==================== design 1
Design 1, floorplan with the power grid:
(0.5 px per um) Pins as bars on the die edge. Tap cells in gray.
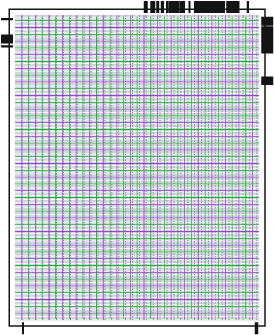

### src/rtl/matmul_dma_engine.sv
// Descriptor-driven matrix multiply engine: C[m][p] = A[m][n] * B[n][p] over one memory port.
// A and B are staged in local buffers, then each C element gets one MAC pass and one store.
module matmul_dma_engine #(
    parameter int          BITS      = 8,
    parameter int          DIM       = 16,
    parameter logic [31:0] CMD_ADDR  = 32'h0A00,
    parameter logic [31:0] DESC_ADDR = 32'h0A04
) (
    input  logic        clk,
    input  logic        rst_n,
    input  logic        mmio_en,
    input  logic        mmio_wr_en,
    input  logic [31:0] mmio_addr,
    input  logic [31:0] mmio_wdata,
    output logic        mem_req,
    output logic        mem_we,
    output logic [31:0] mem_addr,
    output logic [31:0] mem_wdata,
    input  logic        mem_gnt,
    input  logic        mem_rvalid,
    input  logic [31:0] mem_rdata,
    output logic        busy,
    output logic        done,
    output logic        err,
    output logic [3:0]  o_dbg_state
);

    localparam int CW = $clog2(DIM + 1);
    localparam int IW = $clog2(DIM);
    localparam int PW = 2 * BITS;
    localparam int AW = 2 * BITS + $clog2(DIM);
    localparam logic [AW-1:0] SAT_MAX = AW'((64'd1 << PW) - 64'd1);

    typedef enum logic [3:0] {
        S_IDLE   = 4'd0,
        S_DESC   = 4'd1,
        S_CHECK  = 4'd2,
        S_ERR    = 4'd3,
        S_LOAD_A = 4'd4,
        S_LOAD_B = 4'd5,
        S_MAC    = 4'd6,
        S_STORE  = 4'd7,
        S_DONE   = 4'd8
    } state_t;

    state_t         r_state;
    logic           r_mem_req;
    logic           r_mem_we;
    logic [31:0]    r_mem_addr;
    logic [31:0]    r_mem_wdata;
    logic           r_busy;
    logic           r_done;
    logic           r_err;
    logic           r_sat;
    logic [31:0]    r_desc_base;
    logic [31:0]    r_desc [6];
    logic [2:0]     r_didx;
    logic           r_rd_wait;
    logic [IW-1:0]  r_i;
    logic [IW-1:0]  r_j;
    logic [IW-1:0]  r_k;
    logic [AW-1:0]  r_acc;
    logic [BITS-1:0] r_a [DIM][DIM];
    logic [BITS-1:0] r_b [DIM][DIM];

    logic           w_start;
    logic           w_desc_wr;
    logic           w_rd_done;
    logic [CW-1:0]  w_m;
    logic [CW-1:0]  w_n;
    logic [CW-1:0]  w_p;
    logic           w_i_last;
    logic           w_j_last;
    logic           w_k_last;
    logic           w_shape_bad;
    logic [PW-1:0]  w_prod;
    logic [AW-1:0]  w_acc_next;
    logic [31:0]    w_store_data;

    function automatic logic dim_bad(input logic [31:0] v);
        return (v == 32'd0) || (v > 32'(DIM));
    endfunction

    assign w_start   = mmio_en && mmio_wr_en && (mmio_addr == CMD_ADDR) && mmio_wdata[0];
    assign w_desc_wr = mmio_en && mmio_wr_en && (mmio_addr == DESC_ADDR);
    assign w_rd_done = r_rd_wait && mem_rvalid;

    // Shapes are only trusted after CHECK has rejected anything outside 1..DIM.
    assign w_m = r_desc[0][CW-1:0];
    assign w_n = r_desc[1][CW-1:0];
    assign w_p = r_desc[2][CW-1:0];
    assign w_i_last = (CW'(r_i) == (w_m - CW'(1)));
    assign w_j_last = (CW'(r_j) == (w_p - CW'(1)));
    assign w_k_last = (CW'(r_k) == (w_n - CW'(1)));
    assign w_shape_bad = dim_bad(r_desc[0]) || dim_bad(r_desc[1]) || dim_bad(r_desc[2]);

    // k == 0 restarts the sum, so no separate clear cycle is needed per element.
    assign w_prod       = PW'(r_a[r_i][r_k]) * PW'(r_b[r_k][r_j]);
    assign w_acc_next   = ((r_k == '0) ? '0 : r_acc) + AW'(w_prod);
    assign w_store_data = (r_sat && (w_acc_next > SAT_MAX)) ? 32'(SAT_MAX) : 32'(w_acc_next);

    always_ff @(posedge clk) begin
        if (r_state == S_LOAD_A && w_rd_done) r_a[r_i][r_k] <= mem_rdata[BITS-1:0];
        if (r_state == S_LOAD_B && w_rd_done) r_b[r_k][r_j] <= mem_rdata[BITS-1:0];
    end

    // Memory handshake: mem_req/we/addr/wdata stay put until mem_gnt; a granted
    // read then waits for mem_rvalid before the next request is raised.
    always_ff @(posedge clk or negedge rst_n) begin
        if (!rst_n) begin
            r_state     <= S_IDLE;
            r_mem_req   <= 1'b0;
            r_mem_we    <= 1'b0;
            r_mem_addr  <= '0;
            r_mem_wdata <= '0;
            r_busy      <= 1'b0;
            r_done      <= 1'b0;
            r_err       <= 1'b0;
            r_sat       <= 1'b0;
            r_desc_base <= '0;
            for (int q = 0; q < 6; q++) r_desc[q] <= '0;
            r_didx      <= '0;
            r_rd_wait   <= 1'b0;
            r_i         <= '0;
            r_j         <= '0;
            r_k         <= '0;
            r_acc       <= '0;
        end else begin
            r_done <= 1'b0;
            if (w_desc_wr) r_desc_base <= mmio_wdata;
            if (r_mem_req && mem_gnt && !r_mem_we) begin
                r_mem_req <= 1'b0;
                r_rd_wait <= 1'b1;
            end
            if (w_rd_done) r_rd_wait <= 1'b0;

            case (r_state)
                S_IDLE: begin
                    if (w_start) begin
                        r_state    <= S_DESC;
                        r_busy     <= 1'b1;
                        r_sat      <= mmio_wdata[1];
                        r_mem_req  <= 1'b1;
                        r_mem_we   <= 1'b0;
                        r_mem_addr <= r_desc_base;
                        r_didx     <= '0;
                    end
                end
                S_DESC: begin
                    if (w_rd_done) begin
                        r_desc[r_didx] <= mem_rdata;
                        if (r_didx == 3'd5) begin
                            r_state <= S_CHECK;
                        end else begin
                            r_didx     <= r_didx + 3'd1;
                            r_mem_req  <= 1'b1;
                            r_mem_addr <= r_mem_addr + 32'd4;
                        end
                    end
                end
                S_CHECK: begin
                    if (w_shape_bad) begin
                        r_state <= S_ERR;
                    end else begin
                        r_state    <= S_LOAD_A;
                        r_err      <= 1'b0;
                        r_mem_req  <= 1'b1;
                        r_mem_addr <= r_desc[3];
                        r_i        <= '0;
                        r_j        <= '0;
                        r_k        <= '0;
                    end
                end
                S_ERR: begin
                    r_state <= S_IDLE;
                    r_err   <= 1'b1;
                    r_busy  <= 1'b0;
                end
                S_LOAD_A: begin
                    if (w_rd_done) begin
                        r_mem_req <= 1'b1;
                        if (w_k_last) begin
                            r_k <= '0;
                            r_i <= r_i + 1'b1;
                        end else begin
                            r_k <= r_k + 1'b1;
                        end
                        if (w_i_last && w_k_last) begin
                            r_state    <= S_LOAD_B;
                            r_mem_addr <= r_desc[4];
                            r_i        <= '0;
                            r_j        <= '0;
                        end else begin
                            r_mem_addr <= r_mem_addr + 32'd4;
                        end
                    end
                end
                S_LOAD_B: begin
                    if (w_rd_done) begin
                        if (w_j_last) begin
                            r_j <= '0;
                            r_k <= r_k + 1'b1;
                        end else begin
                            r_j <= r_j + 1'b1;
                        end
                        if (w_k_last && w_j_last) begin
                            r_state    <= S_MAC;
                            r_mem_addr <= r_desc[5];
                            r_i        <= '0;
                            r_j        <= '0;
                            r_k        <= '0;
                        end else begin
                            r_mem_req  <= 1'b1;
                            r_mem_addr <= r_mem_addr + 32'd4;
                        end
                    end
                end
                S_MAC: begin
                    r_acc <= w_acc_next;
                    if (w_k_last) begin
                        r_state     <= S_STORE;
                        r_k         <= '0;
                        r_mem_req   <= 1'b1;
                        r_mem_we    <= 1'b1;
                        r_mem_wdata <= w_store_data;
                    end else begin
                        r_k <= r_k + 1'b1;
                    end
                end
                S_STORE: begin
                    if (mem_gnt) begin
                        r_mem_req  <= 1'b0;
                        r_mem_we   <= 1'b0;
                        r_mem_addr <= r_mem_addr + 32'd4;
                        if (w_j_last) begin
                            r_j <= '0;
                            r_i <= r_i + 1'b1;
                        end else begin
                            r_j <= r_j + 1'b1;
                        end
                        if (w_i_last && w_j_last) begin
                            r_state <= S_DONE;
                            r_done  <= 1'b1;
                        end else begin
                            r_state <= S_MAC;
                        end
                    end
                end
                S_DONE: begin
                    r_state <= S_IDLE;
                    r_busy  <= 1'b0;
                end
                default: begin
                    r_state <= S_IDLE;
                    r_busy  <= 1'b0;
                end
            endcase
        end
    end

    assign mem_req     = r_mem_req;
    assign mem_we      = r_mem_we;
    assign mem_addr    = r_mem_addr;
    assign mem_wdata   = r_mem_wdata;
    assign busy        = r_busy;
    assign done        = r_done;
    assign err         = r_err;
    assign o_dbg_state = r_state;

endmodule

### config.mk
export PLATFORM = sky130hd
export DESIGN_NAME = matmul_dma_engine
export DESIGN_NICKNAME = d
export VERILOG_FILES = /design/src/rtl/matmul_dma_engine.sv
export SDC_FILE = /design/constraint.sdc
export NUM_CORES = 2
export LEC_CHECK = 0
export CORE_ASPECT_RATIO = 1.25
export CORE_MARGIN = 10
export CORE_UTILIZATION = 59
export CTS_BUF_LIST = sky130_fd_sc_hd__clkbuf_4 sky130_fd_sc_hd__clkbuf_8
export DETAILED_ROUTE_END_ITERATION = 6
export PLACE_DENSITY_LB_ADDON = 0.25
export SETUP_SLACK_MARGIN = 0.4
export SYNTH_ARGS = -nofsm -noshare
export SYNTH_HDL_FRONTEND = slang
export SYNTH_SLANG_ARGS = --single-unit
### constraint.sdc
create_clock -name clk -period 6.65 [get_ports clk]
set_clock_uncertainty 0.15 [all_clocks]
set_input_delay 1.995 -clock clk [delete_from_list [all_inputs] [get_ports clk]]
set_output_delay 1.995 -clock clk [all_outputs]
set_load 0.005 [all_outputs]
==================== design 2
## src/rtl/hazard_ctrl.sv

```systemverilog
// Pipeline sequencing controller: load-use stall, MEM branch flush and data-memory freeze,
// with a small FSM that parks a branch flush arriving during a freeze until memory is ready.
module hazard_ctrl #(
    parameter int CNT_W = 16
) (
    input  logic             clk,
    input  logic             startin,
    input  logic [4:0]       id_rs,
    input  logic [4:0]       id_rt,
    input  logic             id_uses_rt,
    input  logic             ex_mem_read,
    input  logic [4:0]       ex_rt,
    input  logic             mem_branch_taken,
    input  logic             dmem_busy,
    output logic             pc_write,
    output logic             if_id_write,
    output logic             if_id_flush,
    output logic             id_ex_bubble,
    output logic             id_ex_hold,
    output logic             ex_mem_flush,
    output logic             ex_mem_hold,
    output logic [1:0]       state,
    output logic [CNT_W-1:0] stall_cnt,
    output logic [CNT_W-1:0] flush_cnt
);

    typedef enum logic [1:0] {
        RUN        = 2'b00,
        MEM_WAIT   = 2'b01,
        FLUSH_PEND = 2'b10,
        UNUSED     = 2'b11
    } state_t;

    typedef enum logic [1:0] {
        M_NORMAL,
        M_FREEZE,
        M_FLUSH,
        M_LU_STALL
    } mode_t;

    state_t cur_state;
    state_t nxt_state;
    mode_t  mode;
    logic   load_use;
    logic   stall_inc;
    logic   flush_inc;

    assign load_use = ex_mem_read && (ex_rt != 5'd0) &&
                      ((ex_rt == id_rs) || (id_uses_rt && (ex_rt == id_rt)));

    always_ff @(posedge clk) begin
        if (startin) begin
            cur_state <= RUN;
        end else begin
            cur_state <= nxt_state;
        end
    end

    // RUN, MEM_WAIT and the unreachable encoding share one decision: MEM_WAIT only
    // exists so the freeze is visible on the state output.
    always_comb begin
        nxt_state = RUN;
        mode      = M_NORMAL;
        case (cur_state)
            FLUSH_PEND: begin
                if (dmem_busy) begin
                    mode      = M_FREEZE;
                    nxt_state = FLUSH_PEND;
                end else begin
                    mode      = M_FLUSH;
                    nxt_state = RUN;
                end
            end
            default: begin
                if (dmem_busy) begin
                    mode      = M_FREEZE;
                    nxt_state = mem_branch_taken ? FLUSH_PEND : MEM_WAIT;
                end else if (mem_branch_taken) begin
                    mode      = M_FLUSH;
                end else if (load_use) begin
                    mode      = M_LU_STALL;
                end
            end
        endcase
    end

    always_comb begin
        pc_write     = 1'b1;
        if_id_write  = 1'b1;
        if_id_flush  = 1'b0;
        id_ex_bubble = 1'b0;
        id_ex_hold   = 1'b0;
        ex_mem_flush = 1'b0;
        ex_mem_hold  = 1'b0;
        if (startin) begin
            pc_write     = 1'b0;
            if_id_write  = 1'b0;
            if_id_flush  = 1'b1;
            id_ex_bubble = 1'b1;
            ex_mem_flush = 1'b1;
        end else begin
            case (mode)
                M_FREEZE: begin
                    pc_write    = 1'b0;
                    if_id_write = 1'b0;
                    id_ex_hold  = 1'b1;
                    ex_mem_hold = 1'b1;
                end
                M_FLUSH: begin
                    if_id_flush  = 1'b1;
                    id_ex_bubble = 1'b1;
                    ex_mem_flush = 1'b1;
                end
                M_LU_STALL: begin
                    pc_write     = 1'b0;
                    if_id_write  = 1'b0;
                    id_ex_bubble = 1'b1;
                end
                default: begin
                end
            endcase
        end
    end

    assign stall_inc = !startin && ((mode == M_FREEZE) || (mode == M_LU_STALL));
    assign flush_inc = !startin && (mode == M_FLUSH);

    // Performance counters saturate so long runs never wrap back to small values.
    always_ff @(posedge clk) begin
        if (startin) begin
            stall_cnt <= '0;
            flush_cnt <= '0;
        end else begin
            if (stall_inc && (stall_cnt != {CNT_W{1'b1}})) begin
                stall_cnt <= stall_cnt + CNT_W'(1);
            end
            if (flush_inc && (flush_cnt != {CNT_W{1'b1}})) begin
                flush_cnt <= flush_cnt + CNT_W'(1);
            end
        end
    end

    assign state = cur_state;

endmodule

```

## config.mk

```make
export PLATFORM = sky130hd
export DESIGN_NAME = hazard_ctrl
export DESIGN_NICKNAME = d
export VERILOG_FILES = /design/src/rtl/hazard_ctrl.sv
export SDC_FILE = /design/constraint.sdc
export NUM_CORES = 1
export LEC_CHECK = 0
export CORE_AREA = 10 10 75 77
export CTS_BUF_LIST = sky130_fd_sc_hd__clkbuf_16
export CTS_CLUSTER_DIAMETER = 30
export DETAILED_ROUTE_END_ITERATION = 16
export DIE_AREA = 0 0 85 87
export GPL_ROUTABILITY_DRIVEN = 1
export PLACE_DENSITY = 0.74
export SLEW_MARGIN = 20
export SYNTH_ARGS = -nofsm -noshare
export SYNTH_HDL_FRONTEND = slang
export SYNTH_SLANG_ARGS = --single-unit
```

## constraint.sdc

```tcl
create_clock -name clk -period 2.7 [get_ports clk]
set_clock_uncertainty 0.15 [all_clocks]
set_input_delay 0.54 -clock clk [delete_from_list [all_inputs] [get_ports clk]]
set_output_delay 0.54 -clock clk [all_outputs]
set_load 0.01 [all_outputs]
```

==================== design 3
## config.mk

```make
export PLATFORM = sky130hd
export DESIGN_NAME = xdata_ctrl
export DESIGN_NICKNAME = d
export VERILOG_FILES = /design/src/rtl/xdata_ctrl.sv
export SDC_FILE = /design/constraint.sdc
export NUM_CORES = 1
export LEC_CHECK = 0
export CORE_AREA = 2 2 288 290
export DETAILED_ROUTE_END_ITERATION = 8
export DIE_AREA = 0 0 290 292
export PLACE_DENSITY = 0.43
export SETUP_SLACK_MARGIN = 0.5
export SLEW_MARGIN = 20
export SYNTH_ARGS = -nofsm -noshare
export SYNTH_HDL_FRONTEND = slang
export SYNTH_SLANG_ARGS = --single-unit
```

## constraint.sdc

```tcl
create_clock -name clk -period 1.8 [get_ports clk]
set_clock_uncertainty 0.15 [all_clocks]
set_input_delay 0.18 -clock clk [delete_from_list [all_inputs] [get_ports clk]]
set_output_delay 0.18 -clock clk [all_outputs]
set_load 0.01 [all_outputs]
```

## src/rtl/xdata_ctrl.sv

```systemverilog
// ============================================================================
//  Module      : xdata_ctrl
//  Description : Host-side data/control bridge. Decodes the host bus into
//                one-hot memory strobes or a small control register space
//                (CTRL, STATUS, RUN_COUNT). A start command freezes the live
//                configuration into config_shadow, issues a one-cycle run
//                pulse to the functional units and waits for every done
//                flag before returning to idle.
//                Optional feature macro: XDATA_CTRL_REPEAT_EN
//                (defined: RUN_COUNT+1 back-to-back runs per start;
//                 undefined: one run per start, RUN_COUNT reads 0).
//                Timing: the write that starts the engine is sampled on
//                edge E0; LOAD follows, run is high in the cycle after
//                E1; consecutive runs of a repeat sequence are three cycles
//                apart.
//  Revision    : 1.0 - initial release
// ============================================================================
`default_nettype none

module xdata_ctrl #(
    parameter int DATA_W     = 32,
    parameter int N_MEM      = 4,
    parameter int N_MEM_W    = 2,
    parameter int MEM_ADDR_W = 10,
    parameter int CONF_W     = 256
) (
    input  logic                          clk,
    input  logic                          rst,
    input  logic                          valid,
    input  logic                          we,
    input  logic [N_MEM_W+MEM_ADDR_W:0]   addr,
    input  logic [DATA_W-1:0]             rdata,
    output logic [DATA_W-1:0]             wdata,
    output logic [N_MEM-1:0]              mem_valid,
    output logic [MEM_ADDR_W-1:0]         mem_addr,
    input  logic [N_MEM*DATA_W-1:0]       mem_rdata,
    input  logic [2*N_MEM-1:0]            fu_done,
    input  logic [CONF_W-1:0]             config_bus,
    output logic [CONF_W-1:0]             config_shadow,
    output logic                          run,
    output logic                          busy
);

    localparam int c_ADDR_MSB = N_MEM_W + MEM_ADDR_W;

    // Control register indices (addr[1:0] inside control space)
    localparam logic [1:0] c_REG_CTRL   = 2'd0;
    localparam logic [1:0] c_REG_STATUS = 2'd1;
    localparam logic [1:0] c_REG_RCOUNT = 2'd2;

    // Post-FIRE window during which done flags are not trusted
    localparam logic [1:0] c_GUARD_LOAD = 2'd2;

    typedef enum logic [1:0] {
        S_IDLE = 2'd0,
        S_LOAD = 2'd1,
        S_FIRE = 2'd2,
        S_WAIT = 2'd3
    } state_t;

    state_t                 r_state;
    state_t                 w_state_next;

    logic                   w_ctrl_space;
    logic [N_MEM_W-1:0]     w_mem_sel;
    logic [1:0]             w_reg;
    logic                   w_rd;
    logic                   w_ctrl_wr;
    logic                   w_stat_wr;
    logic                   w_rc_wr;
    logic                   w_start;
    logic                   w_abort;
    logic                   w_wait_done;
    logic                   w_more;
    logic [15:0]            w_run_count;

    logic [1:0]             r_guard;
    logic                   r_done;
    logic                   r_err;

    logic                   r_rd_mem;
    logic [N_MEM_W-1:0]     r_mem_sel;
    logic [DATA_W-1:0]      r_hold;
    logic [DATA_W-1:0]      w_mem_slice;
    logic [DATA_W-1:0]      w_ctrl_rdata;

    logic                   w_unused_bits;

    // ------------------------------------------------------------------
    // Host address decode
    // ------------------------------------------------------------------
    assign w_ctrl_space = addr[c_ADDR_MSB];
    assign w_mem_sel    = addr[MEM_ADDR_W +: N_MEM_W];
    assign w_reg        = addr[1:0];
    assign mem_addr     = addr[MEM_ADDR_W-1:0];

    assign w_rd      = valid & ~we;
    assign w_ctrl_wr = valid & we & w_ctrl_space & (w_reg == c_REG_CTRL);
    assign w_stat_wr = valid & we & w_ctrl_space & (w_reg == c_REG_STATUS);
    assign w_rc_wr   = valid & we & w_ctrl_space & (w_reg == c_REG_RCOUNT);

    // Abort dominates a simultaneous start request
    assign w_abort = w_ctrl_wr & rdata[1];
    assign w_start = w_ctrl_wr & rdata[0] & ~rdata[1];

    // Only rdata[2:0] (and RUN_COUNT bits) carry meaning here
    assign w_unused_bits = ^rdata;

    genvar gj;
    generate
        for (gj = 0; gj < N_MEM; gj++) begin : g_mem_valid
            assign mem_valid[gj] = valid & ~w_ctrl_space &
                                   (w_mem_sel == N_MEM_W'(gj));
        end
    endgenerate

    // ------------------------------------------------------------------
    // Optional repeat feature: RUN_COUNT register and remaining count
    // ------------------------------------------------------------------
`ifdef XDATA_CTRL_REPEAT_EN
    logic [15:0] r_run_count;
    logic [15:0] r_remain;

    // RUN_COUNT is writable only while the engine is idle
    always_ff @(posedge clk) begin
        if (rst) begin
            r_run_count <= 16'd0;
        end else if (w_rc_wr && (r_state == S_IDLE)) begin
            r_run_count <= rdata[15:0];
        end
    end

    // Remaining-run copy: taken in LOAD, consumed on each completion
    always_ff @(posedge clk) begin
        if (rst) begin
            r_remain <= 16'd0;
        end else if (r_state == S_LOAD) begin
            r_remain <= r_run_count;
        end else if (w_wait_done && w_more && !w_abort) begin
            r_remain <= r_remain - 16'd1;
        end
    end

    assign w_more      = (r_remain != 16'd0);
    assign w_run_count = r_run_count;
`else
    logic w_unused_rc;
    assign w_unused_rc = w_rc_wr;
    assign w_more      = 1'b0;
    assign w_run_count = 16'd0;
`endif

    // ------------------------------------------------------------------
    // Engine FSM
    // ------------------------------------------------------------------
    assign w_wait_done = (r_state == S_WAIT) && (r_guard == 2'd0) && (&fu_done);

    // State register
    always_ff @(posedge clk) begin
        if (rst) begin
            r_state <= S_IDLE;
        end else begin
            r_state <= w_state_next;
        end
    end

    // Next-state decode; an abort overrides every transition
    always_comb begin
        w_state_next = r_state;
        if (w_abort) begin
            w_state_next = S_IDLE;
        end else begin
            case (r_state)
                S_IDLE: if (w_start) w_state_next = S_LOAD;
                S_LOAD: w_state_next = S_FIRE;
                S_FIRE: w_state_next = S_WAIT;
                S_WAIT: begin
                    if (w_wait_done) begin
                        w_state_next = w_more ? S_FIRE : S_IDLE;
                    end
                end
                default: w_state_next = S_IDLE;
            endcase
        end
    end

    // Guard counter: loaded on entry to FIRE, then counts down to zero
    always_ff @(posedge clk) begin
        if (rst) begin
            r_guard <= 2'd0;
        end else if (w_state_next == S_FIRE) begin
            r_guard <= c_GUARD_LOAD;
        end else if (r_guard != 2'd0) begin
            r_guard <= r_guard - 2'd1;
        end
    end

    // Configuration snapshot, updated only while in LOAD
    always_ff @(posedge clk) begin
        if (rst) begin
            config_shadow <= '0;
        end else if (r_state == S_LOAD) begin
            config_shadow <= config_bus;
        end
    end

    // Done flag: cleared by an accepted start or abort, set on final completion
    always_ff @(posedge clk) begin
        if (rst) begin
            r_done <= 1'b0;
        end else if (w_abort || (w_start && (r_state == S_IDLE))) begin
            r_done <= 1'b0;
        end else if (w_wait_done && !w_more) begin
            r_done <= 1'b1;
        end
    end

    // Sticky error on start-while-busy, cleared by STATUS bit2 write
    always_ff @(posedge clk) begin
        if (rst) begin
            r_err <= 1'b0;
        end else if (w_start && (r_state != S_IDLE)) begin
            r_err <= 1'b1;
        end else if (w_stat_wr && rdata[2]) begin
            r_err <= 1'b0;
        end
    end

    assign run  = (r_state == S_FIRE);
    assign busy = (r_state != S_IDLE);

    // ------------------------------------------------------------------
    // Host read path
    // ------------------------------------------------------------------

    // Select the data lane of the memory addressed by the previous read
    always_comb begin
        w_mem_slice = '0;
        for (int j = 0; j < N_MEM; j++) begin
            if (r_mem_sel == N_MEM_W'(j)) begin
                w_mem_slice = mem_rdata[j*DATA_W +: DATA_W];
            end
        end
    end

    // Control-space read data
    always_comb begin
        w_ctrl_rdata = '0;
        case (w_reg)
            c_REG_STATUS: w_ctrl_rdata = DATA_W'({r_err, r_done, busy});
            c_REG_RCOUNT: w_ctrl_rdata = DATA_W'(w_run_count);
            default:      w_ctrl_rdata = '0;
        endcase
    end

    // Memories answer one cycle after the strobe; the answer is shown live
    // in that cycle and captured into r_hold so it persists afterwards.
    always_ff @(posedge clk) begin
        if (rst) begin
            r_rd_mem  <= 1'b0;
            r_mem_sel <= '0;
            r_hold    <= '0;
        end else begin
            if (r_rd_mem) begin
                r_hold <= w_mem_slice;
            end
            if (w_rd) begin
                r_rd_mem <= ~w_ctrl_space;
                if (w_ctrl_space) begin
                    r_hold <= w_ctrl_rdata;
                end else begin
                    r_mem_sel <= w_mem_sel;
                end
            end else begin
                r_rd_mem <= 1'b0;
            end
        end
    end

    assign wdata = r_rd_mem ? w_mem_slice : r_hold;

endmodule

`default_nettype wire

```

==================== design 4
--- src/rtl/hsid_mse_comp.sv ---
// Best/worst match tracker: absorbs one MSE per library reference and keeps
// the running minimum and maximum MSE with their reference indices.
module hsid_mse_comp #(
  parameter int MSE_WIDTH         = 32,
  parameter int HSP_LIBRARY_WIDTH = 8
) (
  input  logic                         clk,
  input  logic                         rst_n,
  input  logic                         clear,
  input  logic                         mse_in_valid,
  input  logic [MSE_WIDTH-1:0]         mse_in_value,
  input  logic [HSP_LIBRARY_WIDTH-1:0] mse_in_ref,
  input  logic                         mse_in_last,
  output logic                         mse_in_ready,
  output logic [MSE_WIDTH-1:0]         mse_min_value,
  output logic [HSP_LIBRARY_WIDTH-1:0] mse_min_ref,
  output logic [MSE_WIDTH-1:0]         mse_max_value,
  output logic [HSP_LIBRARY_WIDTH-1:0] mse_max_ref,
  output logic                         mse_comparison_valid,
  output logic                         ref_order_error
);

  typedef enum logic [1:0] {
    IDLE  = 2'd0,
    TRACK = 2'd1,
    HOLD  = 2'd2
  } state_t;

  state_t                         state_r;
  state_t                         state_s;
  logic                           accept_s;
  logic [HSP_LIBRARY_WIDTH-1:0]   sample_count_r;

  // State register.
  always_ff @(posedge clk) begin
    if (!rst_n) begin
      state_r <= IDLE;
    end else if (clear) begin
      state_r <= IDLE;
    end else begin
      state_r <= state_s;
    end
  end

  // Next-state and handshake decode.
  always_comb begin
    state_s      = state_r;
    mse_in_ready = 1'b0;
    accept_s     = 1'b0;
    case (state_r)
      IDLE: begin
        mse_in_ready = 1'b1;
        accept_s     = mse_in_valid;
        if (mse_in_valid) begin
          state_s = mse_in_last ? HOLD : TRACK;
        end else begin
          state_s = IDLE;
        end
      end
      TRACK: begin
        mse_in_ready = 1'b1;
        accept_s     = mse_in_valid;
        if (mse_in_valid && mse_in_last) begin
          state_s = HOLD;
        end else begin
          state_s = TRACK;
        end
      end
      HOLD: begin
        mse_in_ready = 1'b0;
        accept_s     = 1'b0;
        state_s      = HOLD;
      end
      default: begin
        mse_in_ready = 1'b0;
        accept_s     = 1'b0;
        state_s      = IDLE;
      end
    endcase
  end

  // Result datapath; strict compares keep the first-seen index on ties.
  always_ff @(posedge clk) begin
    if (!rst_n || clear) begin
      mse_min_value        <= {MSE_WIDTH{1'b0}};
      mse_min_ref          <= {HSP_LIBRARY_WIDTH{1'b0}};
      mse_max_value        <= {MSE_WIDTH{1'b0}};
      mse_max_ref          <= {HSP_LIBRARY_WIDTH{1'b0}};
      mse_comparison_valid <= 1'b0;
      ref_order_error      <= 1'b0;
      sample_count_r       <= {HSP_LIBRARY_WIDTH{1'b0}};
    end else if (accept_s) begin
      // The count wraps naturally, so the order check follows the wrap.
      sample_count_r       <= sample_count_r + {{(HSP_LIBRARY_WIDTH-1){1'b0}}, 1'b1};
      mse_comparison_valid <= mse_in_last;
      if (mse_in_ref != sample_count_r) begin
        ref_order_error <= 1'b1;
      end else begin
        ref_order_error <= ref_order_error;
      end
      if (state_r == IDLE) begin
        mse_min_value <= mse_in_value;
        mse_min_ref   <= mse_in_ref;
        mse_max_value <= mse_in_value;
        mse_max_ref   <= mse_in_ref;
      end else begin
        if (mse_in_value < mse_min_value) begin
          mse_min_value <= mse_in_value;
          mse_min_ref   <= mse_in_ref;
        end else begin
          mse_min_value <= mse_min_value;
          mse_min_ref   <= mse_min_ref;
        end
        if (mse_in_value > mse_max_value) begin
          mse_max_value <= mse_in_value;
          mse_max_ref   <= mse_in_ref;
        end else begin
          mse_max_value <= mse_max_value;
          mse_max_ref   <= mse_max_ref;
        end
      end
    end else begin
      mse_comparison_valid <= (state_r == HOLD);
    end
  end

endmodule

--- config.mk ---
export PLATFORM = sky130hd
export DESIGN_NAME = hsid_mse_comp
export DESIGN_NICKNAME = d
export VERILOG_FILES = /design/src/rtl/hsid_mse_comp.sv
export SDC_FILE = /design/constraint.sdc
export NUM_CORES = 1
export LEC_CHECK = 0
export CAP_MARGIN = 5
export CORE_MARGIN = 10
export CORE_UTILIZATION = 25
export DETAILED_ROUTE_END_ITERATION = 8
export SLEW_MARGIN = 15
export SYNTH_ARGS = -nofsm -noshare
export SYNTH_HDL_FRONTEND = slang
export SYNTH_SLANG_ARGS = --single-unit
--- constraint.sdc ---
create_clock -name clk -period 4.92 [get_ports clk]
set_input_delay 0.984 -clock clk [delete_from_list [all_inputs] [get_ports clk]]
set_output_delay 0.984 -clock clk [all_outputs]
set_load 0.01 [all_outputs]
Design 1, clock nets:
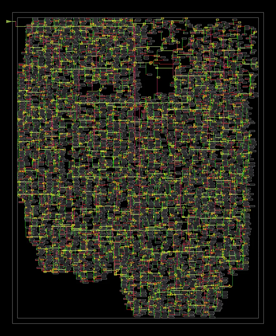
CTS Buf Count: 653
Seq cells: 4418
Power Clock: 0.0217 W
clock sink count: 4418

## Picture notes: 'floorplan with the power grid' of design 1
VSS -> purple
VDD -> green
met4 straps = 35
met1 rails = 225
met5 straps = 44
signal pins = 175

==> run_results.csv, design 1 <==
group,metric,value,unit
run_status,status,"finished, violations left",
run_status,failed_checks,"negative setup slack",
routing,ant_nets,0,
worst_setup_path,r2r_slack,-1.14,ns
final_layout,drive_above_1_share,0.333,
hold_path,holdPathEnd,"r_acc[10]",
power,clkPwrFrac,0.412,
global_route,busiest_layer,"met2",
routing,wl_met1,166000,um
cts,cts-root-buf,"clkbuf_8",
synthesis,xor_share,0.00209,
hold_path,hold_depth,2,
job,cap_violations,0,
worst_setup_path,worstSetupStartpointType,"flip-flop",
synthesis,yosys_area,176000,um^2
timing,setup_viol,34,
cts,path_clk_slew,0.06,ns
place,port-buffer-count,162,
routing,wl,475000,um
place,hpwl,300000,um
routing,viasPerCell,6.55,
cts,htreeDepth,6,
power,leakage,67.4,nW
timing,worst_pin_slew,1.46,ns
synthesis,yosys_cells,9010,
timing,worst_slack,-1.14,ns
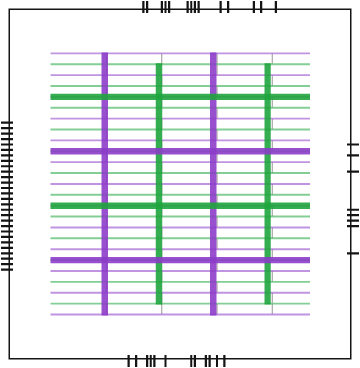
Design 2: floorplan with the power grid
(4 px per um) Pins as bars on the die edge. Tap cells in gray.
VDD -> green
VSS -> purple
met4 straps = 4
met1 rails = 25
tap cells = 52
rows = 24
signal pins = 62

==> run_results.csv, design 2 <==
group,metric,value,unit
place,place_inst,332,
timing,relSlewSlack,0.650,
final_layout,finalNonFillerCells,348,
timing,drv_slew,0,
synthesis,simple_gate_area_frac,0.274,
synthesis,fp_nets,232,
synthesis,synth-adder-area-share,0.0139,
global_route,antenna_found_initial,0,
final_layout,comb_cells,157,
worst_setup_path,path_cells,"clkdlybuf4s15_1 -> buf_6 -> xor2_1 -> nor3_2 -> a32oi_2 -> buf_4 -> buf_4 -> nor3_4 -> or2_4 -> buf_6",
final_layout,seqCellArea,681,um^2
hold_path,holdPathEnd,"flush_cnt[1]",
worst_setup_path,path_delay_family,"buffers and inverters",
cts,cts_tree,"done",
run_status,status,"complete, no violations",
routing,route.top_layer_used,"met4",
global_route,met1_usage,0.152,
final_layout,seq_share,0.223,
worst_setup_path,cp.arrival,1.94,ns
power,ir_drop,0.316,mV
synthesis,synth_area,1800,um^2
final_layout,antenna_cells,0,
synthesis,xor_share,0.102,
final_layout,non_clock_buffer_count,92,
power,seq_power_share,0.383,
worst_setup_path,crit_start,"ex_rt[1]",
global_route,busiest_layer,"met2",
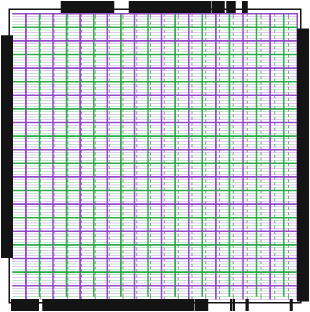
Design 3: floorplan with the power grid
(1 px per um) Pins as bars on the die edge. Tap cells in gray.
VDD -> green
VSS -> purple
met5 straps = 21
signal pins = 745

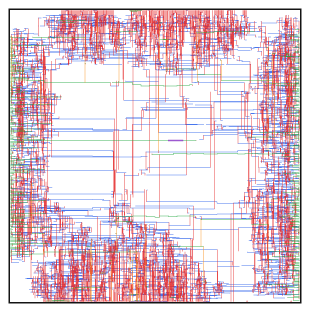
Design 3: routed metal, one color a layer
(1 px per um)
M4 -> orange  # wire length 1460 um
M2 -> red  # wire length 33.6 mm
M5 -> purple  # wire length 13.8 um
M3 -> green  # wire length 4100 um
M1 -> blue  # wire length 27.4 mm

==> run_results.csv, design 3 <==
group,metric,value,unit
run_status,status,"finished, violations left",
run_status,failed_checks,"negative setup slack",
timing,setup_viol,37,
synthesis,yosys_area,11900,um^2
cts,ctsResizeCount,1955,
timing,worst_slack,-0.511,ns
floorplanning,die-area,84700,um^2
final_layout,clock_buffers,58,
global_route,grt_pass1_wl,87200,um
cts,path_clk_slew,0.06,ns
global_route,first_global_vias,14700,
power,switching_power,0.00401,W
floorplanning,num_rows,105,
hold_path,holdPathEnd,"config_shadow[81]",
synthesis,postSynthCellCount,1453,
synthesis,xor_share,0,
final_layout,top_area_cell_class,"non-clock buffers",
synthesis,synth-edff-count,0,
timing,tns,-13.91,ns
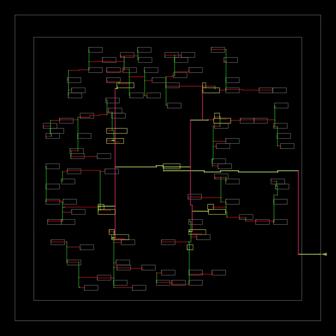
Design 4: clock nets
Power Clock: 0.000709 W
clock buffers: 9
clock sink count: 92

==> run_results.csv, design 4 <==
group,metric,value,unit
run_status,status,"complete, no violations",
power,finalPower,0.00182,W
synthesis,ys.flop_type,"dfxtp_1",
floorplanning,die_w,164,um
synthesis,fp_nets,700,
timing,worst_pin_slew,0.633,ns
power,powerDensity,259,nW/um^2
place,dpl_cell_area,6730,um^2
cts,ctsResizeCount,0,
global_route,track_usage,0.107,
cts,path_clk_slew,0.07,ns
floorplanning,well_tap_count,270,
synthesis,postSynthCellCount,591,
cts,cts_tree,"done",
worst_setup_path,max_stage_delay,0.49,ns
power,p_int,0.00133,W
power,switching_power,0.000495,W
routing,drc,0,
power,ir_drop,0.139,mV

==> notes/layouts.md <==
Pictures saved along the way, in no particular order.

M3 wires.
panel A
(3 px per um) Cells faint in the background.
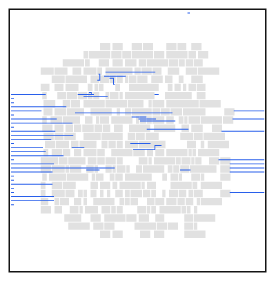
panel B
(1 px per um) Cells faint in the background.
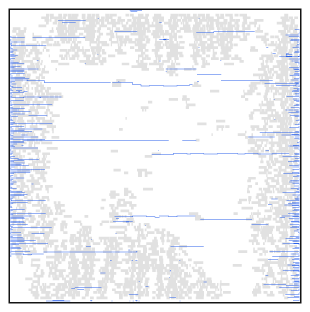
panel C
(1 px per um) Cells faint in the background.
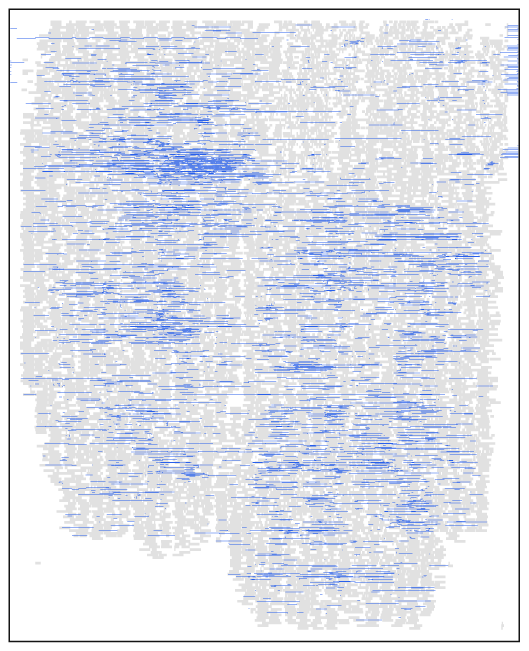
panel D
(1.5 px per um) Cells faint in the background.
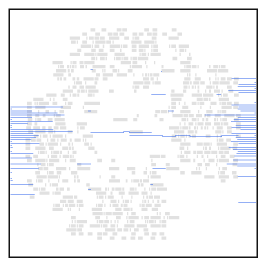
Of these, smallest die: panel A
Panel A is design 2.
Panel D is design 4.
Panel C is design 1.
Panel B is design 3.


==================== design 5
Design 5, M3 wires:
(1.5 px per um) Cells faint in the background.
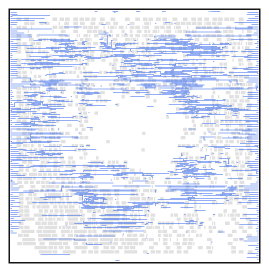

`src/rtl/fwd_pkg.sv`:
```
// Shared types and helpers for the E-stage forwarding unit.
package fwd_pkg;

    localparam int unsigned REG_W     = 5;
    localparam int unsigned LANES_DEF = 2;
    localparam int unsigned XLEN_DEF  = 32;

    localparam logic [REG_W-1:0] REG_ZERO = '0;

    typedef struct packed {
        logic [REG_W-1:0] rd;
        logic             wr;
        logic             ld;
        logic             v;
    } fwd_tag_t;

    // A stage tag can supply register rs (x0 is never forwarded).
    function automatic logic fwd_match(input fwd_tag_t tag, input logic [REG_W-1:0] rs);
        return tag.v && tag.wr && (tag.rd != REG_ZERO) && (tag.rd == rs);
    endfunction

endpackage

```
`src/rtl/fwd_operand_sel.sv`:
```
// Selects one E operand from the youngest matching M/W producer or the register file.
// FWD_STATS_EN adds a forward-hit flag used by the top-level counters.
module fwd_operand_sel
    import fwd_pkg::*;
#(
    parameter int unsigned LANES = LANES_DEF,
    parameter int unsigned XLEN  = XLEN_DEF
) (
    input  fwd_tag_t [LANES-1:0]      tagM,
    input  fwd_tag_t [LANES-1:0]      tagW,
    input  logic [REG_W-1:0]          rs,
    input  logic [XLEN-1:0]           source,
    input  logic [LANES*XLEN-1:0]     resultM,
    input  logic [LANES*XLEN-1:0]     distW,
    output logic [XLEN-1:0]           operand_c,
`ifdef FWD_STATS_EN
    output logic                      fwdHit_c,
`endif
    output logic                      loadHit_c
);

    // Scan oldest to youngest so the last hit written is the highest-priority one.
    always_comb begin
        operand_c = source;
        loadHit_c = 1'b0;
`ifdef FWD_STATS_EN
        fwdHit_c  = 1'b0;
`endif
        for (int unsigned j = 0; j < LANES; j++) begin
            if (fwd_match(tagW[j], rs)) begin
                operand_c = distW[j*XLEN +: XLEN];
                loadHit_c = 1'b0;
`ifdef FWD_STATS_EN
                fwdHit_c  = 1'b1;
`endif
            end
        end
        for (int unsigned j = 0; j < LANES; j++) begin
            if (fwd_match(tagM[j], rs)) begin
                operand_c = resultM[j*XLEN +: XLEN];
                loadHit_c = tagM[j].ld;
`ifdef FWD_STATS_EN
                fwdHit_c  = ~tagM[j].ld;
`endif
            end
        end
    end

endmodule

```
`src/rtl/e_forward_unit_nlane.sv`:
```
// N-lane E-stage forwarding and load-use hazard unit with an internal E->M->W tag pipeline.
// Define FWD_STATS_EN to add saturating forward-hit and load-use-stall counters.
module e_forward_unit_nlane
    import fwd_pkg::*;
#(
    parameter int unsigned LANES = LANES_DEF,
    parameter int unsigned XLEN  = XLEN_DEF,
    parameter int unsigned REGW  = REG_W
) (
    input  logic                      clk,
    input  logic                      rst_n,
    input  logic                      hold_i,
    input  logic                      flush_i,
    input  logic [LANES*REGW-1:0]     rdE_i,
    input  logic [LANES-1:0]          reg_writeE_i,
    input  logic [LANES-1:0]          is_loadE_i,
    input  logic [LANES-1:0]          validE_i,
    input  logic [LANES*2*REGW-1:0]   rsE_i,
    input  logic [LANES*2*XLEN-1:0]   sourceE_i,
    input  logic [LANES*XLEN-1:0]     resultM_i,
    input  logic [LANES*XLEN-1:0]     distW_i,
    output logic [LANES*2*XLEN-1:0]   reg_dataE_o,
`ifdef FWD_STATS_EN
    output logic [31:0]               fwd_hits_o,
    output logic [31:0]               lu_stalls_o,
`endif
    output logic                      load_use_o
);

    fwd_tag_t [LANES-1:0] tagM;
    fwd_tag_t [LANES-1:0] tagW;
    fwd_tag_t [LANES-1:0] tagE;
    logic [2*LANES-1:0]   loadHit;
`ifdef FWD_STATS_EN
    logic [2*LANES-1:0]   fwdHit;
    logic                 anyFwd;
`endif

    always_comb begin
        tagE = '0;
        for (int unsigned i = 0; i < LANES; i++) begin
            tagE[i].rd = rdE_i[i*REGW +: REGW];
            tagE[i].wr = reg_writeE_i[i];
            tagE[i].ld = is_loadE_i[i];
            tagE[i].v  = validE_i[i] & ~flush_i;
        end
    end

    // A stalled edge retires M into W and leaves a bubble in M while the core holds E.
    always_ff @(posedge clk or negedge rst_n) begin
        if (!rst_n) begin
            tagM <= '0;
            tagW <= '0;
        end else if (!hold_i) begin
            tagW <= tagM;
            if (load_use_o) begin
                for (int unsigned i = 0; i < LANES; i++) begin
                    tagM[i].v <= 1'b0;
                end
            end else begin
                tagM <= tagE;
            end
        end
    end

    for (genvar i = 0; i < LANES; i++) begin : g_lane
        for (genvar src = 0; src < 2; src++) begin : g_src
            fwd_operand_sel #(
                .LANES (LANES),
                .XLEN  (XLEN)
            ) u_sel (
                .tagM      (tagM),
                .tagW      (tagW),
                .rs        (rsE_i[(2*i+src)*REGW +: REGW]),
                .source    (sourceE_i[(2*i+src)*XLEN +: XLEN]),
                .resultM   (resultM_i),
                .distW     (distW_i),
                .operand_c (reg_dataE_o[(2*i+src)*XLEN +: XLEN]),
`ifdef FWD_STATS_EN
                .fwdHit_c  (fwdHit[2*i+src]),
`endif
                .loadHit_c (loadHit[2*i+src])
            );
        end
    end

    always_comb begin
        load_use_o = 1'b0;
        for (int unsigned i = 0; i < LANES; i++) begin
            load_use_o = load_use_o | (validE_i[i] & (loadHit[2*i] | loadHit[2*i+1]));
        end
        load_use_o = load_use_o & ~hold_i;
    end

`ifdef FWD_STATS_EN
    always_comb begin
        anyFwd = 1'b0;
        for (int unsigned i = 0; i < LANES; i++) begin
            anyFwd = anyFwd | (validE_i[i] & (fwdHit[2*i] | fwdHit[2*i+1]));
        end
    end

    // Saturating event counters.
    always_ff @(posedge clk or negedge rst_n) begin
        if (!rst_n) begin
            fwd_hits_o  <= '0;
            lu_stalls_o <= '0;
        end else begin
            if (!hold_i && anyFwd && (fwd_hits_o != '1)) begin
                fwd_hits_o <= fwd_hits_o + 32'd1;
            end
            if (load_use_o && (lu_stalls_o != '1)) begin
                lu_stalls_o <= lu_stalls_o + 32'd1;
            end
        end
    end
`endif

endmodule

```
`config.mk`:
```
export PLATFORM = sky130hd
export DESIGN_NAME = e_forward_unit_nlane
export DESIGN_NICKNAME = d
export VERILOG_FILES = /design/src/rtl/fwd_pkg.sv /design/src/rtl/fwd_operand_sel.sv /design/src/rtl/e_forward_unit_nlane.sv
export SDC_FILE = /design/constraint.sdc
export NUM_CORES = 1
export LEC_CHECK = 0
export CORE_AREA = 4 4 162 164
export DETAILED_ROUTE_END_ITERATION = 8
export DIE_AREA = 0 0 166 168
export PLACE_DENSITY = 0.8
export SYNTH_ARGS = -nofsm -noshare
export SYNTH_HDL_FRONTEND = slang
export SYNTH_HIERARCHICAL = 1
export SYNTH_SLANG_ARGS = --single-unit
```
`constraint.sdc`:
```
create_clock -name clk -period 8.6 [get_ports clk]
set_clock_uncertainty 0.1 [all_clocks]
set_input_delay 1.72 -clock clk [delete_from_list [all_inputs] [get_ports clk]]
set_output_delay 1.72 -clock clk [all_outputs]
set_load 0.02 [all_outputs]
```
==================== design 6
`src/rtl/demux1to4_stream_pkg.sv`:
```
// demux1to4_stream shared types
// State encoding and channel geometry
package demux1to4_stream_pkg;

  localparam int N_CH  = 4;
  localparam int SEL_W = 2;

  typedef enum logic {
    ST_IDLE = 1'b0,
    ST_PKT  = 1'b1
  } state_t;

endpackage

```
`src/rtl/demux_out_slice.sv`:
```
// demux1to4_stream output register slice
// One-entry valid/ready holding register
module demux_out_slice #(
  parameter int W = 9
) (
  input  logic         clk,
  input  logic         rst_n,
  input  logic         load,
  input  logic [W-1:0] d,
  input  logic         ready,
  output logic         valid,
  output logic         free,
  output logic [W-1:0] q
);

  assign free = !valid || ready;

  // load wins over drain so a full-rate stream has no bubble
  always_ff @(posedge clk or negedge rst_n) begin
    if (!rst_n) begin
      valid <= 1'b0;
      q     <= '0;
    end else if (load) begin
      valid <= 1'b1;
      q     <= d;
    end else if (valid && ready) begin
      valid <= 1'b0;
    end
  end

endmodule

```
`src/rtl/demux1to4_stream.sv`:
```
// demux1to4_stream top
// Packet-aware 1-to-4 valid/ready demultiplexer
module demux1to4_stream
  import demux1to4_stream_pkg::*;
#(
  parameter int WIDTH = 8
) (
  input  logic               clk,
  input  logic               rst_n,
  input  logic               in_valid,
  output logic               in_ready,
  input  logic [WIDTH-1:0]   in_data,
  input  logic [1:0]         in_sel,
  input  logic               in_last,
  output logic [3:0]         out_valid,
  input  logic [3:0]         out_ready,
  output logic [4*WIDTH-1:0] out_data,
  output logic [3:0]         out_last,
  output logic               busy,
  output logic [1:0]         route
);

  state_t             state;
  logic [SEL_W-1:0]   route_q;
  logic [N_CH-1:0]    free;
  logic [N_CH-1:0]    load;
  logic               accept;
  logic [WIDTH:0]     sq [N_CH];

  assign route    = (state == ST_PKT) ? route_q : in_sel;
  assign in_ready = rst_n && free[route];
  assign accept   = in_valid && in_ready;
  assign busy     = (state == ST_PKT);

  // one-hot load enable for the routed slice
  always_comb begin
    load = '0;
    for (int k = 0; k < N_CH; k++) begin
      load[k] = accept && (route == SEL_W'(k));
    end
  end

  // packet framing: hold the head's select until the last beat
  always_ff @(posedge clk or negedge rst_n) begin
    if (!rst_n) begin
      state   <= ST_IDLE;
      route_q <= '0;
    end else if (accept) begin
      unique case (state)
        ST_IDLE: begin
          if (!in_last) begin
            state   <= ST_PKT;
            route_q <= in_sel;
          end
        end
        ST_PKT: begin
          if (in_last) state <= ST_IDLE;
        end
        default: state <= ST_IDLE;
      endcase
    end
  end

  for (genvar k = 0; k < N_CH; k++) begin : g_ch
    demux_out_slice #(
      .W(WIDTH + 1)
    ) u_slice (
      .clk  (clk),
      .rst_n(rst_n),
      .load (load[k]),
      .d    ({in_last, in_data}),
      .ready(out_ready[k]),
      .valid(out_valid[k]),
      .free (free[k]),
      .q    (sq[k])
    );
    assign out_data[k*WIDTH +: WIDTH] = sq[k][WIDTH-1:0];
    assign out_last[k]                = sq[k][WIDTH];
  end

endmodule

```
`config.mk`:
```
export PLATFORM = sky130hd
export DESIGN_NAME = demux1to4_stream
export DESIGN_NICKNAME = d
export VERILOG_FILES = /design/src/rtl/demux1to4_stream_pkg.sv /design/src/rtl/demux_out_slice.sv /design/src/rtl/demux1to4_stream.sv
export SDC_FILE = /design/constraint.sdc
export NUM_CORES = 1
export LEC_CHECK = 0
export ABC_AREA = 1
export ABC_CLOCK_PERIOD_IN_PS = 3900
export CORE_MARGIN = 4
export CORE_UTILIZATION = 45
export CTS_BUF_LIST = sky130_fd_sc_hd__clkbuf_8
export CTS_CLUSTER_DIAMETER = 100
export DETAILED_ROUTE_END_ITERATION = 8
export GPL_TIMING_DRIVEN = 0
export HOLD_SLACK_MARGIN = 0.06
export PLACE_DENSITY = 0.83
export SLEW_MARGIN = 40
export SYNTH_ARGS = -nofsm -noshare
export SYNTH_HDL_FRONTEND = slang
export SYNTH_HIERARCHICAL = 1
export SYNTH_SLANG_ARGS = --single-unit
```
`constraint.sdc`:
```
create_clock -name clk -period 3.9 [get_ports clk]
set_input_delay 0.39 -clock clk [delete_from_list [all_inputs] [get_ports clk]]
set_output_delay 0.39 -clock clk [all_outputs]
set_load 0.05 [all_outputs]
```

==> layout pictures side by side <==
Clock nets.
picture 1
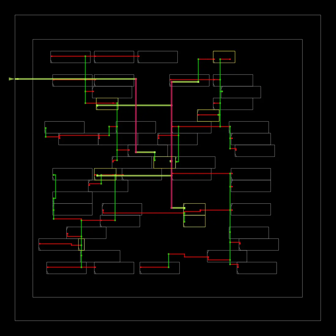
picture 2
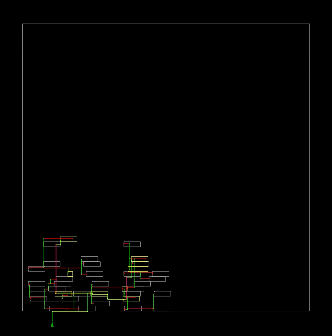
design 6 -> picture 1
design 5 -> picture 2
The one with the most sequential cells is picture 1.

Design 6, met2 routing:
(4 px per um)
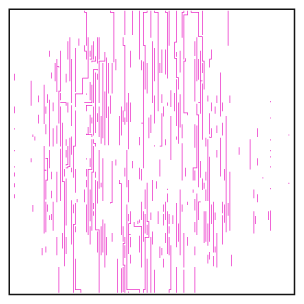
wire length on this layer = 2000 um
share of all routed wire = 47%

==> run_results.csv, design 6 <==
group,metric,value,unit
run_status,status,"complete, no violations",
timing,drv_slew,0,
final_layout,comb_area,609,um^2
floorplanning,fp.dieH,70.9,um
worst_setup_path,worstSetupStartpointType,"primary input",
final_layout,lay_top_cells,"133 x nand2_1, 60 x clkdlybuf4s50_1, 43 x dfrtp_1, 9 x inv_1, 7 x clkbuf_8",
synthesis,synth-adder-area-share,0,
global_route,track_usage,0.180,
global_route,first_global_vias,1514,
final_layout,synthToLayoutAreaGrowth,44.8,%
cts,cts_setup_buffers,0,
global_route,globalRouteMet2Util,0.284,
worst_setup_path,rr_worst_depth,12,
final_layout,reg_top3,"g_ch.u_slice/q: 36 flops, g_ch.u_slice/valid: 4 flops, route_q: 2 flops",
global_route,globalRouteMet3Util,0.0554,
worst_setup_path,worstReg2RegEnd,"g_ch[1].u_slice/q[6]",
global_route,grt_overflow,0,
worst_setup_path,reg2reg_from,"busy",
cts,cts.sinks,43,
synthesis,fp_nets,229,
place,dpl_cell_area,2470,um^2
final_layout,seq_share,0.417,
final_layout,clkCellAreaFrac,0.0388,
worst_setup_path,end_kind,"output port",
floorplanning,core,3740,um^2
place,place_inst,321,
power,comb_power,0.00150,W
global_route,met1_usage,0.243,
timing,final_hold_viol_count,0,
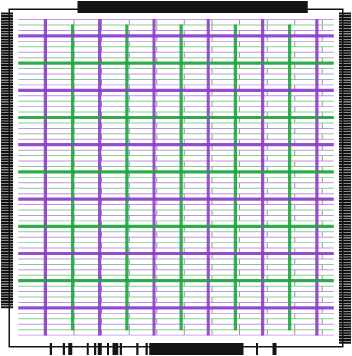
Design 5: floorplan with the power grid
(2 px per um) Pins as bars on the die edge. Tap cells in gray.
VSS -> purple
VDD -> green
met4 straps = 11
signal pins = 425
tap cells = 330

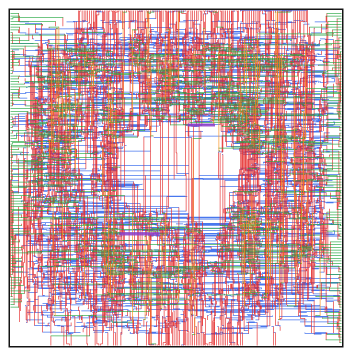
Design 5: routed metal, one color a layer
(2 px per um)
M2 -> red  # wire length 26.0 mm
M3 -> green  # wire length 7780 um
M4 -> orange  # wire length 2860 um
M5 -> purple  # wire length 30.4 um
M1 -> blue  # wire length 21.1 mm

About 'M3 wires' of design 5:
longest straight run = 70.2 um
nets with wire on the layer = 533
share of all routed wire = 13%
main direction = horizontal

==> run_results.csv, design 5 <==
group,metric,value,unit
run_status,status,"complete, no violations",
global_route,grt_pass1_wl,84600,um
power,comb_power,0.000775,W
worst_setup_path,crit_type,"primary input to output port",
worst_setup_path,max_stage_delay,1.04,ns
synthesis,postSynthCellCount,1314,
routing,viasPerCell,7.00,
final_layout,clkCellAreaFrac,0.0127,
final_layout,antenna_cells,2,
power,pwr-share-comb,0.647,
timing,finalCritPeriodShare,0.869,
power,p_int,0.000630,W
cts,cts_setup_buffers,0,
cts,ctsResizeCount,0,
final_layout,top_area_cell_class,"combinational gates",
floorplanning,fp.dieH,168,um
worst_setup_path,crit_end,"load_use_o",
global_route,grt_overflow,0,
final_layout,seq_cell_count,30,


==> notes/layouts.md <==
Pictures saved along the way, in no particular order.

Met2 routing.
shot_01.png
(1 px per um)
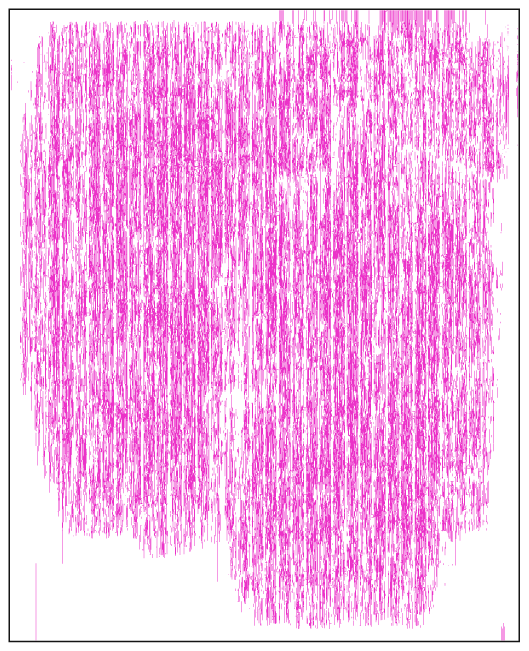
shot_02.png
(3 px per um)
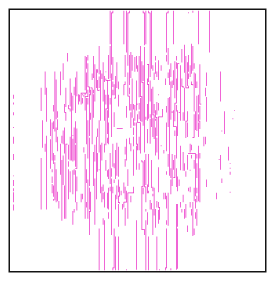
shot_03.png
(1 px per um)
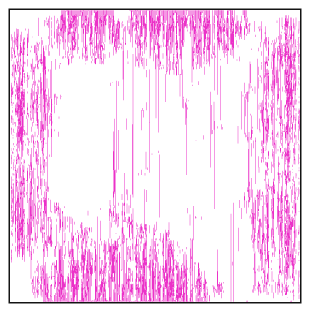
shot_04.png
(1.5 px per um)
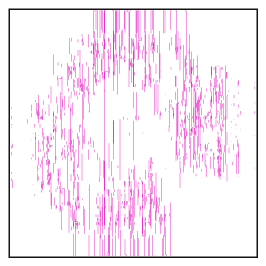
shot_05.png
(1.5 px per um)
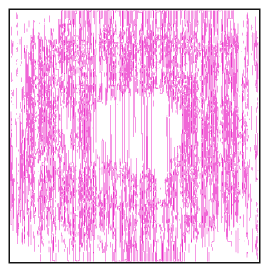
The one with the largest die is shot_01.png.
shot_02.png -> design 2
shot_05.png -> design 5
shot_01.png -> design 1
shot_04.png -> design 4
shot_03.png -> design 3

Power is estimated from default activity; no workload was simulated.
